######## block 1 ########
**Block 1: placement density heat map**

The die is cut into 11 by 9 equal tiles; white is low, dark blue is high, 0 to 100% covered.
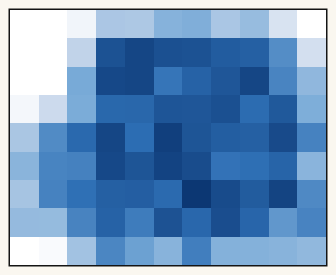

$ cat config.mk
export PLATFORM = sky130hd
export DESIGN_NAME = area_pixel_fetch
export DESIGN_NICKNAME = d
export VERILOG_FILES = /design/src/rtl/area_pkg.sv /design/src/rtl/area_palette_lut.sv /design/src/rtl/area_pixel_fetch.sv
export SDC_FILE = /design/constraint.sdc
export NUM_CORES = 1
export LEC_CHECK = 0
export ABC_CLOCK_PERIOD_IN_PS = 1800
export CORE_ASPECT_RATIO = 0.8
export CORE_MARGIN = 2
export CORE_UTILIZATION = 47
export CTS_BUF_LIST = sky130_fd_sc_hd__clkbuf_4 sky130_fd_sc_hd__clkbuf_8 sky130_fd_sc_hd__clkbuf_16
export CTS_CLUSTER_DIAMETER = 200
export DETAILED_ROUTE_END_ITERATION = 8
export PLACE_DENSITY = 0.76
export SYNTH_ARGS = -nofsm -noshare
export SYNTH_HDL_FRONTEND = slang
export SYNTH_HIERARCHICAL = 1
export SYNTH_SLANG_ARGS = --single-unit
$ cat constraint.sdc
create_clock -name Clk -period 1.8 [get_ports Clk]
set_input_delay 0.18 -clock Clk [delete_from_list [all_inputs] [get_ports Clk]]
set_output_delay 0.18 -clock Clk [all_outputs]
set_load 0.05 [all_outputs]
$ cat src/rtl/area_pkg.sv
// area_pkg: shared geometry constants, pixel types and the fixed 16-colour palette.
// Rev 1.0
`default_nettype none

package area_pkg;

  localparam int AREA_W  = 891;
  localparam int AREA_H  = 240;
  localparam int VIEW_W  = 320;
  localparam int CAM_MAX = AREA_W - VIEW_W;
  localparam int ADDR_W  = 18;

  typedef logic [23:0] rgb_t;
  typedef logic [3:0]  pal_idx_t;

  // Index 0 doubles as the transparent key colour.
  localparam rgb_t PALETTE [0:15] = '{
    24'h000000, 24'hFFFFFF, 24'hFF0000, 24'h00FF00,
    24'h0000FF, 24'hFFFF00, 24'h00FFFF, 24'hFF00FF,
    24'h808080, 24'hC0C0C0, 24'h800000, 24'h008000,
    24'h000080, 24'h808000, 24'h008080, 24'h800080
  };

endpackage

`default_nettype wire

$ cat src/rtl/area_palette_lut.sv
// area_palette_lut: registered palette index to RGB lookup with valid/transparent flags.
// Rev 1.0
`default_nettype none

module area_palette_lut
  import area_pkg::*;
(
  input  logic     clk,
  input  logic     rst,
  input  logic     valid_in,
  input  pal_idx_t idx_in,
  output rgb_t     rgb_out,
  output logic     rgb_valid,
  output logic     transparent
);

  always_ff @(posedge clk) begin
    if (rst) begin
      rgb_out     <= '0;
      rgb_valid   <= 1'b0;
      transparent <= 1'b0;
    end else begin
      rgb_out     <= valid_in ? PALETTE[idx_in] : '0;
      rgb_valid   <= valid_in;
      transparent <= valid_in && (idx_in == 4'h0);
    end
  end

endmodule

`default_nettype wire

$ cat src/rtl/area_pixel_fetch.sv
// area_pixel_fetch: VGA scan position plus camera offset -> area RAM address -> RGB pixel.
// Rev 1.0
`default_nettype none

module area_pixel_fetch
  import area_pkg::*;
(
  input  logic              Clk,
  input  logic              Reset,
  input  logic              frame_start,
  input  logic              pix_valid,
  input  logic [9:0]        DrawX,
  input  logic [9:0]        DrawY,
  input  logic [9:0]        camera_x_req,
  input  logic [3:0]        ram_data,
  output logic [ADDR_W-1:0] read_address,
  output logic [23:0]       rgb_out,
  output logic              rgb_valid,
  output logic              transparent
);

  logic [9:0]        cam_x;
  logic [9:0]        lx1;
  logic [8:0]        ly1;
  logic [ADDR_W-1:0] row_base;
  logic              v1, v2, v3;
  pal_idx_t          idx3;
  logic [8:0]        draw_row;
  logic [8:0]        draw_col;
  logic              unused_lsbs;

  // Display is 2x scaled, so the screen LSBs never reach the logical grid.
  assign draw_row    = DrawY[9:1];
  assign draw_col    = DrawX[9:1];
  assign unused_lsbs = ^{DrawX[0], DrawY[0]};

  // Camera is sampled once per frame so the view never tears mid-scan.
  always_ff @(posedge Clk) begin
    if (Reset) begin
      cam_x <= '0;
    end else if (frame_start) begin
      cam_x <= (camera_x_req > 10'(CAM_MAX)) ? 10'(CAM_MAX) : camera_x_req;
    end
  end

  // Row base is accumulated rather than multiplied: rows only hold, step by one or restart.
  always_ff @(posedge Clk) begin
    if (Reset) begin
      lx1      <= '0;
      ly1      <= '0;
      v1       <= 1'b0;
      row_base <= '0;
    end else begin
      lx1 <= {1'b0, draw_col} + cam_x;
      ly1 <= draw_row;
      v1  <= pix_valid && (draw_row < 9'(AREA_H));
      if (draw_row == 9'd0) begin
        row_base <= '0;
      end else if (draw_row != ly1) begin
        row_base <= row_base + ADDR_W'(AREA_W);
      end
    end
  end

  always_ff @(posedge Clk) begin
    if (Reset) begin
      read_address <= '0;
      v2           <= 1'b0;
      idx3         <= '0;
      v3           <= 1'b0;
    end else begin
      read_address <= v1 ? (row_base + ADDR_W'(lx1)) : '0;
      v2           <= v1;
      idx3         <= ram_data;
      v3           <= v2;
    end
  end

  area_palette_lut u_palette (
    .clk         (Clk),
    .rst         (Reset),
    .valid_in    (v3),
    .idx_in      (idx3),
    .rgb_out     (rgb_out),
    .rgb_valid   (rgb_valid),
    .transparent (transparent)
  );

endmodule

`default_nettype wire

######## block 2 ########
### src/rtl/ldl_cdc_hand_rx_v2.sv
// Receive side of a multi-channel two-phase toggle handshake CDC.
// Request toggles are synchronised per channel, and held words are merged round-robin into one stream.

module ldl_cdc_hand_rx_v2_sync #(
  parameter int LEVEL = 2
) (
  input  logic rx_clk,
  input  logic rx_rst_n,
  input  logic d,
  output logic q
);
  logic [LEVEL-1:0] sync_q, sync_d;

  always_comb sync_d = {sync_q[LEVEL-2:0], d};

  always_ff @(posedge rx_clk or negedge rx_rst_n)
    if (!rx_rst_n) sync_q <= '0;
    else           sync_q <= sync_d;

  assign q = sync_q[LEVEL-1];
endmodule

module ldl_cdc_hand_rx_v2 #(
  parameter int CH    = 4,
  parameter int DW    = 8,
  parameter int LEVEL = 2,
  parameter int CHW   = $clog2(CH)
) (
  input  logic             rx_clk,
  input  logic             rx_rst_n,
  input  logic [CH-1:0]    req_tgl,
  input  logic [CH*DW-1:0] din,
  output logic [CH-1:0]    ack_tgl,
  output logic [DW-1:0]    dout,
  output logic [CHW-1:0]   dout_ch,
  output logic             dout_vld,
  input  logic             dout_rdy,
  output logic [CH-1:0]    pend
);
  logic [CH-1:0]         req_s;
  logic [CH-1:0][DW-1:0] din_a;
  logic [CH-1:0]         ack_q, ack_d;
  logic [DW-1:0]         dout_q, dout_d;
  logic [CHW-1:0]        ch_q, ch_d;
  logic                  vld_q, vld_d;
  logic [CHW-1:0]        ptr_q, ptr_d;
  logic [CHW:0]          sum;
  logic [CHW-1:0]        gnt_idx;
  logic                  gnt_found;
  logic                  load;

  genvar gi;
  for (gi = 0; gi < CH; gi++) begin : g_lane
    ldl_cdc_hand_rx_v2_sync #(.LEVEL(LEVEL)) u_sync (
      .rx_clk  (rx_clk),
      .rx_rst_n(rx_rst_n),
      .d       (req_tgl[gi]),
      .q       (req_s[gi])
    );
  end

  assign din_a = din;
  assign pend  = req_s ^ ack_q;
  assign load  = ~vld_q | dout_rdy;

  // First pending channel at or after ptr, with an explicit wrap so CH need not be a power of 2.
  always_comb begin
    gnt_found = 1'b0;
    gnt_idx   = '0;
    sum       = '0;
    for (int k = 0; k < CH; k++) begin
      sum = {1'b0, ptr_q} + (CHW+1)'(k);
      if (sum >= (CHW+1)'(CH)) sum = sum - (CHW+1)'(CH);
      if (!gnt_found && pend[sum[CHW-1:0]]) begin
        gnt_found = 1'b1;
        gnt_idx   = sum[CHW-1:0];
      end
    end
  end

  always_comb begin
    ack_d  = ack_q;
    dout_d = dout_q;
    ch_d   = ch_q;
    vld_d  = vld_q;
    ptr_d  = ptr_q;
    if (load && gnt_found) begin
      dout_d         = din_a[gnt_idx];
      ch_d           = gnt_idx;
      vld_d          = 1'b1;
      ack_d[gnt_idx] = ~ack_q[gnt_idx];
      ptr_d          = (gnt_idx == CHW'(CH-1)) ? '0 : gnt_idx + CHW'(1);
    end else if (dout_rdy) begin
      vld_d = 1'b0;
    end
  end

  always_ff @(posedge rx_clk or negedge rx_rst_n)
    if (!rx_rst_n) begin
      ack_q  <= '0;
      dout_q <= '0;
      ch_q   <= '0;
      vld_q  <= 1'b0;
      ptr_q  <= '0;
    end else begin
      ack_q  <= ack_d;
      dout_q <= dout_d;
      ch_q   <= ch_d;
      vld_q  <= vld_d;
      ptr_q  <= ptr_d;
    end

  assign ack_tgl  = ack_q;
  assign dout     = dout_q;
  assign dout_ch  = ch_q;
  assign dout_vld = vld_q;
endmodule

### config.mk
export PLATFORM = sky130hd
export DESIGN_NAME = ldl_cdc_hand_rx_v2
export DESIGN_NICKNAME = d
export VERILOG_FILES = /design/src/rtl/ldl_cdc_hand_rx_v2.sv
export SDC_FILE = /design/constraint.sdc
export NUM_CORES = 1
export LEC_CHECK = 0
export CAP_MARGIN = 10
export CORE_ASPECT_RATIO = 1.2
export CORE_MARGIN = 10
export CORE_UTILIZATION = 36
export CTS_CLUSTER_SIZE = 28
export DETAILED_ROUTE_END_ITERATION = 7
export PLACE_DENSITY = 0.75
export SYNTH_ARGS = -nofsm -noshare
export SYNTH_HDL_FRONTEND = slang
export SYNTH_SLANG_ARGS = --single-unit
### constraint.sdc
create_clock -name rx_clk -period 1.8 [get_ports rx_clk]
set_input_delay 0.45 -clock rx_clk [delete_from_list [all_inputs] [get_ports rx_clk]]
set_output_delay 0.45 -clock rx_clk [all_outputs]
set_load 0.1 [all_outputs]
######## block 3 ########
## src/rtl/loop_replay_reader_pkg.sv

```systemverilog
// Shared definitions for the loop micro-op buffer: replay state encoding,
// RISC-V control-flow opcodes used by the capture side, and default geometry.
package loop_replay_reader_pkg;

  localparam int DEFAULT_ADDR_W = 3;

  localparam logic [1:0] IDLE_ENC   = 2'd0;
  localparam logic [1:0] STREAM_ENC = 2'd1;
  localparam logic [1:0] ABORT_ENC  = 2'd2;

  typedef enum logic [1:0] {
    ST_IDLE   = IDLE_ENC,
    ST_STREAM = STREAM_ENC,
    ST_ABORT  = ABORT_ENC
  } replay_state_e;

  localparam logic [6:0] JAL_OPCODE   = 7'b1101111;
  localparam logic [6:0] BTYPE_OPCODE = 7'b1100011;

endpackage

```

## src/rtl/loop_replay_reader_skid_fifo.sv

```systemverilog
// Two-entry output FIFO holding {pc, instruction} pairs between the uop cache
// read port and decode; clear wins over same-cycle push/pop.
module replay_skid_fifo #(
  parameter int W = 64
) (
  input  logic         clk,
  input  logic         rst_ni,
  input  logic         clear_i,
  input  logic         push_i,
  input  logic [W-1:0] data_i,
  input  logic         pop_i,
  output logic [W-1:0] head_o,
  output logic [1:0]   count_o
);

  logic [W-1:0] mem_q [2];
  logic         wr_ptr_q;
  logic         rd_ptr_q;
  logic [1:0]   count_q;
  logic         do_push;
  logic         do_pop;

  assign do_pop  = pop_i && (count_q != 2'd0);
  assign do_push = push_i && ((count_q != 2'd2) || do_pop);

  genvar gi;
  generate
    for (gi = 0; gi < 2; gi++) begin : g_slot
      always_ff @(posedge clk or negedge rst_ni) begin
        if (!rst_ni) begin
          mem_q[gi] <= '0;
        end else if (do_push && !clear_i && (wr_ptr_q == 1'(gi))) begin
          mem_q[gi] <= data_i;
        end
      end
    end
  endgenerate

  always_ff @(posedge clk or negedge rst_ni) begin
    if (!rst_ni) begin
      wr_ptr_q <= 1'b0;
      rd_ptr_q <= 1'b0;
      count_q  <= 2'd0;
    end else if (clear_i) begin
      wr_ptr_q <= 1'b0;
      rd_ptr_q <= 1'b0;
      count_q  <= 2'd0;
    end else begin
      if (do_push) wr_ptr_q <= ~wr_ptr_q;
      if (do_pop)  rd_ptr_q <= ~rd_ptr_q;
      if (do_push && !do_pop)      count_q <= count_q + 2'd1;
      else if (do_pop && !do_push) count_q <= count_q - 2'd1;
    end
  end

  assign head_o  = mem_q[rd_ptr_q];
  assign count_o = count_q;

endmodule

```

## src/rtl/loop_replay_reader.sv

```systemverilog
// Replays a captured loop body from the uop cache to decode, wrapping at the
// loop end, counting iterations and aborting with a flush on mispredict.
module loop_replay_reader
  import loop_replay_reader_pkg::*;
#(
  parameter int ADDR_W = DEFAULT_ADDR_W,
  parameter int XLEN   = 32,
  parameter int ITER_W = 16
) (
  input  logic              clk,
  input  logic              reset,
  input  logic              start,
  input  logic [ADDR_W:0]   loop_len,
  input  logic [XLEN-1:0]   loop_start_pc,
  input  logic              mispredict,
  output logic              rd_en,
  output logic [ADDR_W-1:0] rd_addr,
  input  logic [XLEN-1:0]   rd_data,
  output logic              out_valid,
  input  logic              out_ready,
  output logic [XLEN-1:0]   out_instruction,
  output logic [XLEN-1:0]   out_pc,
  output logic              block_signal,
  output logic              flush,
  output logic              busy,
  output logic [ITER_W-1:0] iter_count
);

  localparam logic [ADDR_W:0] MAX_LEN = {1'b1, {ADDR_W{1'b0}}};

  replay_state_e     state_q, state_d;
  logic [ADDR_W:0]   len_q;
  logic [XLEN-1:0]   base_pc_q;
  logic [ADDR_W-1:0] rd_idx_q, rd_idx_d;
  logic [ADDR_W-1:0] out_idx_q, out_idx_d;
  logic [ADDR_W-1:0] infl_idx_q;
  logic              infl_q;
  logic [ITER_W-1:0] iter_q, iter_d;

  logic              start_ok;
  logic [ADDR_W:0]   len_m1;
  logic [ADDR_W-1:0] last_idx;
  logic [1:0]        fifo_cnt;
  logic [2*XLEN-1:0] fifo_head;
  logic              fifo_push;
  logic              fifo_pop;
  logic              fifo_clear;
  logic [2:0]        occupancy;

  assign len_m1   = len_q - 1'b1;
  assign last_idx = len_m1[ADDR_W-1:0];
  assign start_ok = (state_q == ST_IDLE) && start && !mispredict &&
                    (loop_len != '0) && (loop_len <= MAX_LEN);

  // Credit counts entries that will still occupy the FIFO after this cycle's pop,
  // which keeps full throughput with a 2-entry FIFO and 1-cycle read latency.
  assign occupancy = {1'b0, fifo_cnt} + {2'b00, infl_q} - {2'b00, fifo_pop};

  always_comb begin
    state_d      = state_q;
    rd_en        = 1'b0;
    block_signal = 1'b0;
    flush        = 1'b0;
    unique case (state_q)
      ST_IDLE: begin
        if (start_ok) state_d = ST_STREAM;
      end
      ST_STREAM: begin
        block_signal = 1'b1;
        if (mispredict) state_d = ST_ABORT;
        else if (occupancy < 3'd2) rd_en = 1'b1;
      end
      ST_ABORT: begin
        flush   = 1'b1;
        state_d = ST_IDLE;
      end
      default: state_d = ST_IDLE;
    endcase
  end

  assign busy       = (state_q != ST_IDLE);
  assign out_valid  = (state_q == ST_STREAM) && (fifo_cnt != 2'd0);
  assign fifo_pop   = out_valid && out_ready;
  assign fifo_push  = (state_q == ST_STREAM) && infl_q && !mispredict;
  assign fifo_clear = start_ok || (state_q == ST_ABORT) ||
                      ((state_q == ST_STREAM) && mispredict);

  always_comb begin
    rd_idx_d  = rd_idx_q;
    out_idx_d = out_idx_q;
    iter_d    = iter_q;
    if (start_ok) begin
      rd_idx_d  = '0;
      out_idx_d = '0;
      iter_d    = '0;
    end else begin
      if (rd_en) rd_idx_d = (rd_idx_q == last_idx) ? '0 : rd_idx_q + 1'b1;
      if (fifo_pop) begin
        out_idx_d = (out_idx_q == last_idx) ? '0 : out_idx_q + 1'b1;
        if ((out_idx_q == last_idx) && (iter_q != '1)) iter_d = iter_q + 1'b1;
      end
    end
  end

  always_ff @(posedge clk or negedge reset) begin
    if (!reset) begin
      state_q    <= ST_IDLE;
      len_q      <= '0;
      base_pc_q  <= '0;
      rd_idx_q   <= '0;
      out_idx_q  <= '0;
      infl_idx_q <= '0;
      infl_q     <= 1'b0;
      iter_q     <= '0;
    end else begin
      state_q   <= state_d;
      rd_idx_q  <= rd_idx_d;
      out_idx_q <= out_idx_d;
      iter_q    <= iter_d;
      infl_q    <= rd_en;
      if (rd_en) infl_idx_q <= rd_idx_q;
      if (start_ok) begin
        len_q     <= loop_len;
        base_pc_q <= loop_start_pc;
      end
    end
  end

  replay_skid_fifo #(.W(2 * XLEN)) u_fifo (
    .clk     (clk),
    .rst_ni  (reset),
    .clear_i (fifo_clear),
    .push_i  (fifo_push),
    .data_i  ({base_pc_q + XLEN'({infl_idx_q, 2'b00}), rd_data}),
    .pop_i   (fifo_pop),
    .head_o  (fifo_head),
    .count_o (fifo_cnt)
  );

  assign rd_addr         = (state_q == ST_STREAM) ? rd_idx_q : '0;
  assign out_instruction = out_valid ? fifo_head[XLEN-1:0] : '0;
  assign out_pc          = out_valid ? fifo_head[2*XLEN-1:XLEN] : '0;
  assign iter_count      = iter_q;

endmodule
```

## config.mk

```make
export PLATFORM = sky130hd
export DESIGN_NAME = loop_replay_reader
export DESIGN_NICKNAME = d
export VERILOG_FILES = /design/src/rtl/loop_replay_reader_pkg.sv /design/src/rtl/loop_replay_reader_skid_fifo.sv /design/src/rtl/loop_replay_reader.sv
export SDC_FILE = /design/constraint.sdc
export NUM_CORES = 1
export LEC_CHECK = 0
export CORE_UTILIZATION = 51
export CTS_BUF_LIST = sky130_fd_sc_hd__clkbuf_2 sky130_fd_sc_hd__clkbuf_4 sky130_fd_sc_hd__clkbuf_8
export DETAILED_ROUTE_END_ITERATION = 10
export PLACE_DENSITY = 0.82
export SYNTH_ARGS = -nofsm -noshare
export SYNTH_HDL_FRONTEND = slang
export SYNTH_SLANG_ARGS = --single-unit
```

## constraint.sdc

```tcl
create_clock -name clk -period 3.9 [get_ports clk]
set_input_delay 0.78 -clock clk [delete_from_list [all_inputs] [get_ports clk]]
set_output_delay 0.78 -clock clk [all_outputs]
set_load 0.05 [all_outputs]
```

**Block 2: met3 routing**

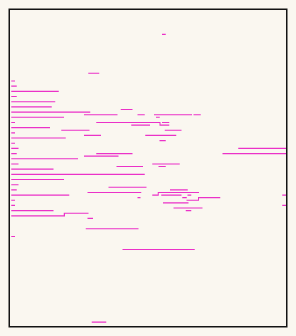
longest straight run: 34.7 um
wire length on this layer: 479 um
nets with wire on the layer: 55
share of all routed wire: 8.9%
main direction: horizontal
final wirelength: 5350 um
GR Util met3: 6.071%
total via count after detailed routing: 1338

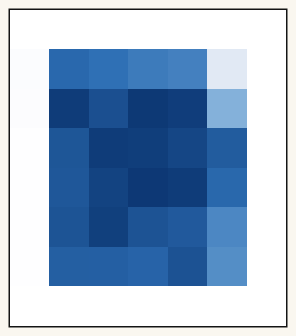
**Above:** block 2 (placement density heat map).
The die is cut into 7 by 8 equal tiles; white is low, dark blue is high, 0 to 100% covered.
mean over tiles: 43%
nearly empty tiles: 46%
emptiest ninth of the die: top right
tiles over 75% full: 41%
densest ninth of the die: middle
Std-Cell Core Area: 0.003110 sq mm
starting density of the core: 38.13%
fraction of the core area covered by cells at the end of the flow: 85.00%

==> summary.txt, block 2 <==
Results of the flow run.

The global route total overflow stands at 0. The flow ran to the end, but the final reports show violations. The antenna diode instance count stands at 0. The total cell area at the placement stage stands at 0.002235 sq mm. The peak per-stage delay on the critical path stands at 0.54 ns. In this run the maximum-capacitance check reported violations numbering 0. The report puts the cell count of the worst reg-to-reg path at 7.

After clock tree synthesis, the flow added hold-fix buffers numbering 0. STA classifies the critical path startpoint as a flip-flop. The die outline height stands at 82.88 um. The wire length of the first global-routing pass stands at 6913 um. The pin count of the biggest net entering global routing stands at 26.

In the routed layout, each cell is associated on average with a via count of 5.598. Setup repair after global routing could not meet its margin everywhere. After technology mapping, the gate count stands at 108. Yosys reports that the most numerous cell types are sky130_fd_sc_hd__dfrtp_1, sky130_fd_sc_hd__mux2i_1, sky130_fd_sc_hd__nand2_1, sky130_fd_sc_hd__o221ai_1. The area share of and/or/nand/nor cells after synthesis stands at 12.66%. The count of warnings emitted by yosys stands at 0. Per the post-synthesis stats, the area per cell is 10.98 sq um. The cell sequence reported for the critical path is xnor2_4 -> clkinvlp_4 -> buf_6 -> a22oi_2 -> o211a_4 -> or4b_4 -> xnor2_1. The report lists the number of standard-cell rows as 22. Per the CTS log, the root buffer master is sky130_fd_sc_hd__clkbuf_4. Once routing completed, OpenROAD measured the worst setup slack at -0.3603 ns.

The checks that failed: setup timing. The final-report max-slew violation count stands at 0.

The number of detailed-route iterations in the first pass stands at 6. Global routing used 14.05% of the available tracks. The global routing stage identified its most utilized layer as met2.

Summing the sequential cell areas from Yosys gives 52.74% of the chip area. The end-of-flow timing check tallies setup violations at 20.
## block 2: cell type report
cell class	count	area (sq um)
multi-input combinational	76	774.5
inverter	4	22.52
tap	36	45.04
sequential	25	640.6
clock inverter	1	8.758
clock buffer	3	22.52
fill	141	466.7
timing repair buffer	94	1130
## block 2: per-layer routing
metal	up-vias	part of all wire (%)
li1	573	-
met5	-	0
met1	655	36
met2	91	52
met3	19	8.9
met4	0	3.0
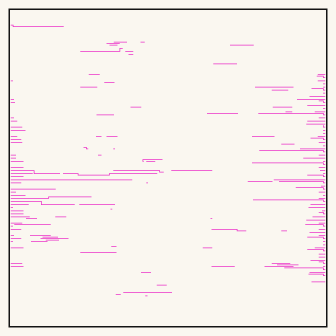
**Above:** block 3 (met3 routing).
share of all routed wire: 5.7%
main direction: horizontal
wire length on this layer: 1220 um
longest straight run: 53.1 um
nets with wire on the layer: 141
final wirelength: 21470 um
GR Util met3: 4.385%

==> summary.txt, block 3 <==
Results of the flow run.

Across the whole layout, multi-input logic makes up 37.04% of the cell area. The layout contains a multi-input combinational cell count of 746. By instance count after routing, the leading logic cell type is sky130_fd_sc_hd__nand2_1. The count of warnings emitted by yosys stands at 0. The final layout report lists a non-clock inverter count of 12.

The worst relative slew slack stands at 34.46%. For the worst setup path, the data required time is 3.12 ns. Routing resource usage on met1 recorded by global route was 33.70%. The count of cells along the worst register-to-register path stands at 12. A synthesized cell averages 9.466 sq um. The area of all sequential standard cells stands at 0.004883 sq mm. CTS built an H-tree with a depth of 4. The area growth from synthesis to final layout stands at 23.52%. The checks that failed: DRC. In the routed design, unresolved DRC markers number 17. Yosys attributes the largest share of cell area to sky130_fd_sc_hd__dfrtp_1, sky130_fd_sc_hd__nand2_1, sky130_fd_sc_hd__mux2i_1.

The run finished, with violations left. Detailed routing inserted a total of 7417 vias. The routed metal-1 wire length stands at 10100 um. The detailed router used layers up to and including met4.

The final clock period utilization by the worst path stands at 93.03%. The number of DRC markers after the initial detailed-route iteration stands at 506. For the worst-skew pair, the clock arrives at the later sink with an insertion delay of 0.47 ns. The number of antenna violations at the first check in global routing stands at 0. The worst setup path is of the reg -> out kind.

The global-route usage over all layers stands at 23.44%. Using the TritonRoute via totals, the vias-per-cell ratio works out to 5.336. The number of buffers inserted by port buffering stands at 160. After floorplanning, the die was sized to cover 0.01930 sq mm. The endpoint identified for the worst register-to-register timing path is rd_idx_q[2]. Sequential cells placed in the final layout were counted as 195.

The worst hold margin stands at 0.4606 ns. After legalization and detailed placement, the total HPWL measured 14690 um. Counting every instance in the synthesized netlist gives 1010. Leaving out fill and tap cells, the most frequent cells in the layout are sky130_fd_sc_hd__nand2_1, sky130_fd_sc_hd__dfrtp_1, sky130_fd_sc_hd__clkdlybuf4s50_1, sky130_fd_sc_hd__nor2_1, sky130_fd_sc_hd__mux2i_1.
[block 3: kinds of logic after synthesis]
kind of cell | after synthesis | share of synthesized area [%]
xor gates and xnor gates | 38 | 3.481
muxes | 109 | 11.91
AOI/OAI and AO/OA | 96 | 5.824
and+or+nand+nor | 493 | 22.86
buffers and inverters | 69 | 3.416
adders and majority gates | 10 | 1.466
DFF | 195 | 51.04
[block 3: timing repair]
item	4_1_cts	5_1_grt
hold buffers	0	0
endpoints found under the setup margin	0	18
resized	0	1
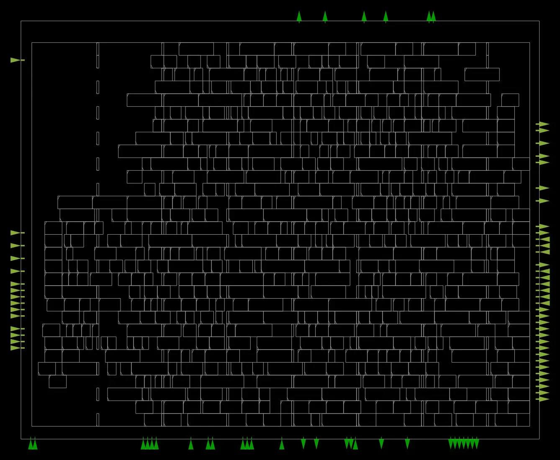
**Above:** block 1 (placement view).
share of the final layout cell area in sequential cells: 27.75%
number of sequential cells in the layout: 83

About 'placement density heat map' of block 1:
densest ninth of the die: middle
nearly empty tiles: 8.1%
mean over tiles: 60%
fraction of the core area covered by cells at the end of the flow: 69.61%
Std-Cell Core Area: 0.008633 sq mm
starting density of the core: 49.07%

==> summary.txt, block 1 <==
Results of the flow run.

The fraction of final layout cells sized beyond drive strength 1 stands at 23.34%. For reference, the most critical setup path is categorized as reg -> reg. By area, the class that comes first in the final layout consists of logic gates. The number of antenna violations at the first check in global routing stands at 0. In the final layout, the registers with the most flip-flops are read_address (18), row_base (18). The final reports fail on setup timing.

The worst hold path belongs to the class in -> reg. The detail route stage leaves a number of antenna-violating nets equal to 0. For this run, the script counts the antenna cells in the layout as 0. For reference, the post-synthesis area per instance comes to 8.957 sq um. The minimum setup slack in the final design stands at -0.1141 ns. The met1 track utilization from global routing stands at 29.39%. Between clock sinks in the finished design, the worst skew comes to 0.01372 ns. For this run, the number of Yosys warnings is 6. Of all flip-flops after synthesis, the portion carrying an async set or reset was 0%. The run finished, with violations left. STA classifies the critical path endpoint as a flip-flop.

The non-clock buffer area fraction after layout stands at 22.76%. The final timing report lists a hold violation count of 0. The area of combinational cells with multiple inputs stands at 0.002509 sq mm. The shortest period the worst path allows stands at 1.914 ns.

The die is 88.92 um tall. Per the layout report, the design carries 150 non-clock buffers. The detailed-route DRC error count stands at 0. The chip footprint stands at 0.009795 sq mm. The capture point of the worst register-to-register path is recorded as read_address[8]. According to the I/O placement log, the pin count is 82. The met2 track demand over resource in global routing stands at 37.14%.

The highest clock rate stands at 0.5224 GHz. Synthesis instantiated 56 different standard cells from the library. The synthesized netlist handed to floorplanning was reported with a cell count of 473. Together, buffers and inverters on the worst path number 1. The setup violation total in the final timing report stands at 6. According to the timing report, the data required time at the worst endpoint equals 2.06 ns. The number of cells in the finished layout apart from fillers stands at 716. Entering global routing, the biggest net connects 20 pins. Summed over all nets, the half-perimeter wirelength after detailed placement is 7797 um. After global routing the overflow that remains totals 0. Per the layout area report, the combinational fraction of cell area is 41.74%. The main area contributors are sky130_fd_sc_hd__dfxtp_1, sky130_fd_sc_hd__ha_1, sky130_fd_sc_hd__nor2_1.
[block 1: logic make-up after synthesis]
group / after synthesis / share of synthesized area [%]
AND/OR/NAND/NOR: 183 / 23.36
XOR/XNOR: 17 / 3.514
AND-OR/OR-AND: 106 / 16.95
multiplexers: 10 / 2.392
flip-flops: 83 / 39.22
buffers and inverters: 47 / 6.231
adder cells (fa/ha/maj): 27 / 8.328

==> notes/layouts.md <==
Pictures saved along the way, in no particular order.

Pin placement.
Pins as bars across the die edge, other pins in grey.
(a)
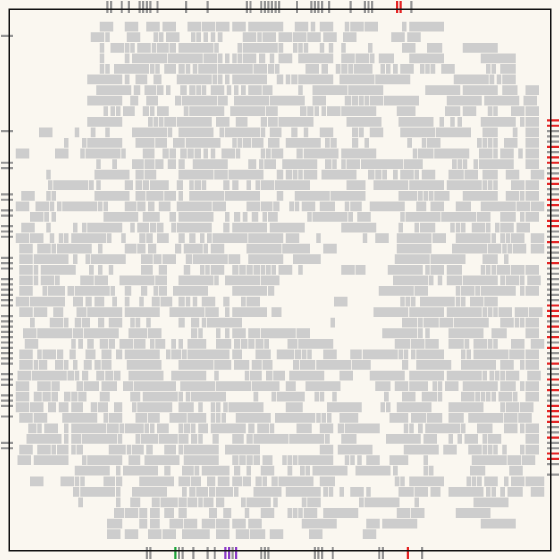
(b)
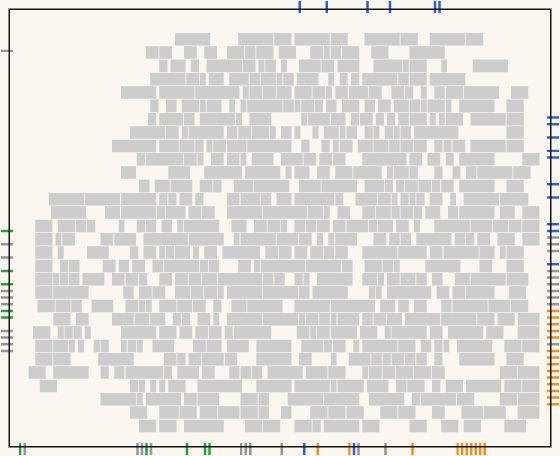
(c)
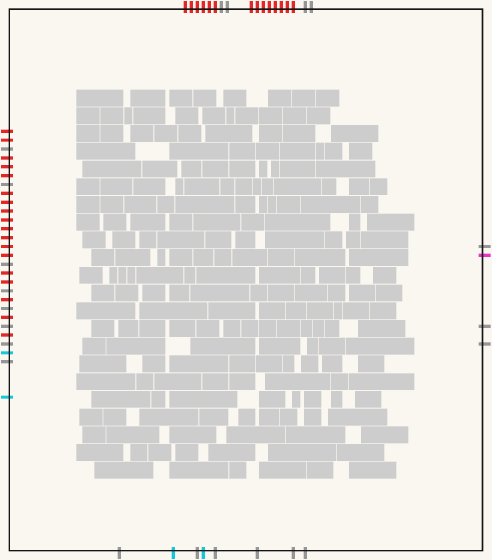
(c) -> block 2
(a) -> block 3
(b) -> block 1
- fewest pins: (c)
- most pins: (a)

Key to (c):
[dout_rdy] magenta | pins: 1 | direction: input | edge: right
[din] red | pins: 32 | direction: input | edge: 18 left, 14 top
[req_tgl] cyan | pins: 4 | direction: input | edge: 2 left, 2 bottom
all pins by edge: 28 left, 18 top, 8 bottom, 4 right



==> notes/layouts.md <==
Pictures saved along the way, in no particular order.

Clock network drawn from the DEF.
shot_01.png
The bar under the picture is 50 um long.
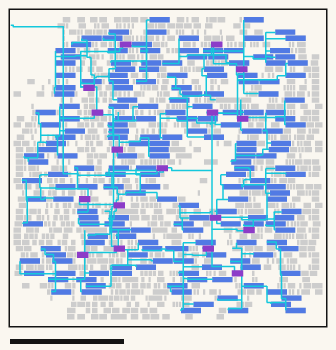
shot_02.png
The bar under the picture is 20 um long.
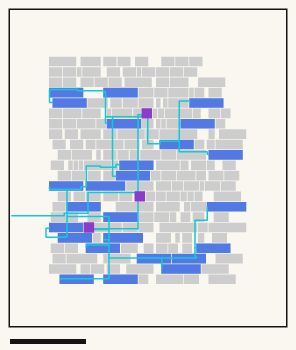
shot_03.png
The bar under the picture is 20 um long.
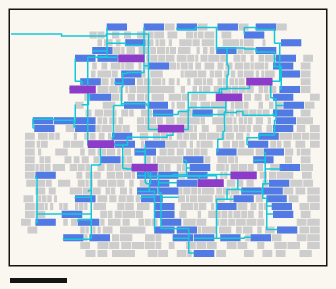
Of these, most sequential cells: shot_01.png
Of these, largest die: shot_01.png
- shot_02.png = block 2
- shot_03.png = block 1
- shot_01.png = block 3

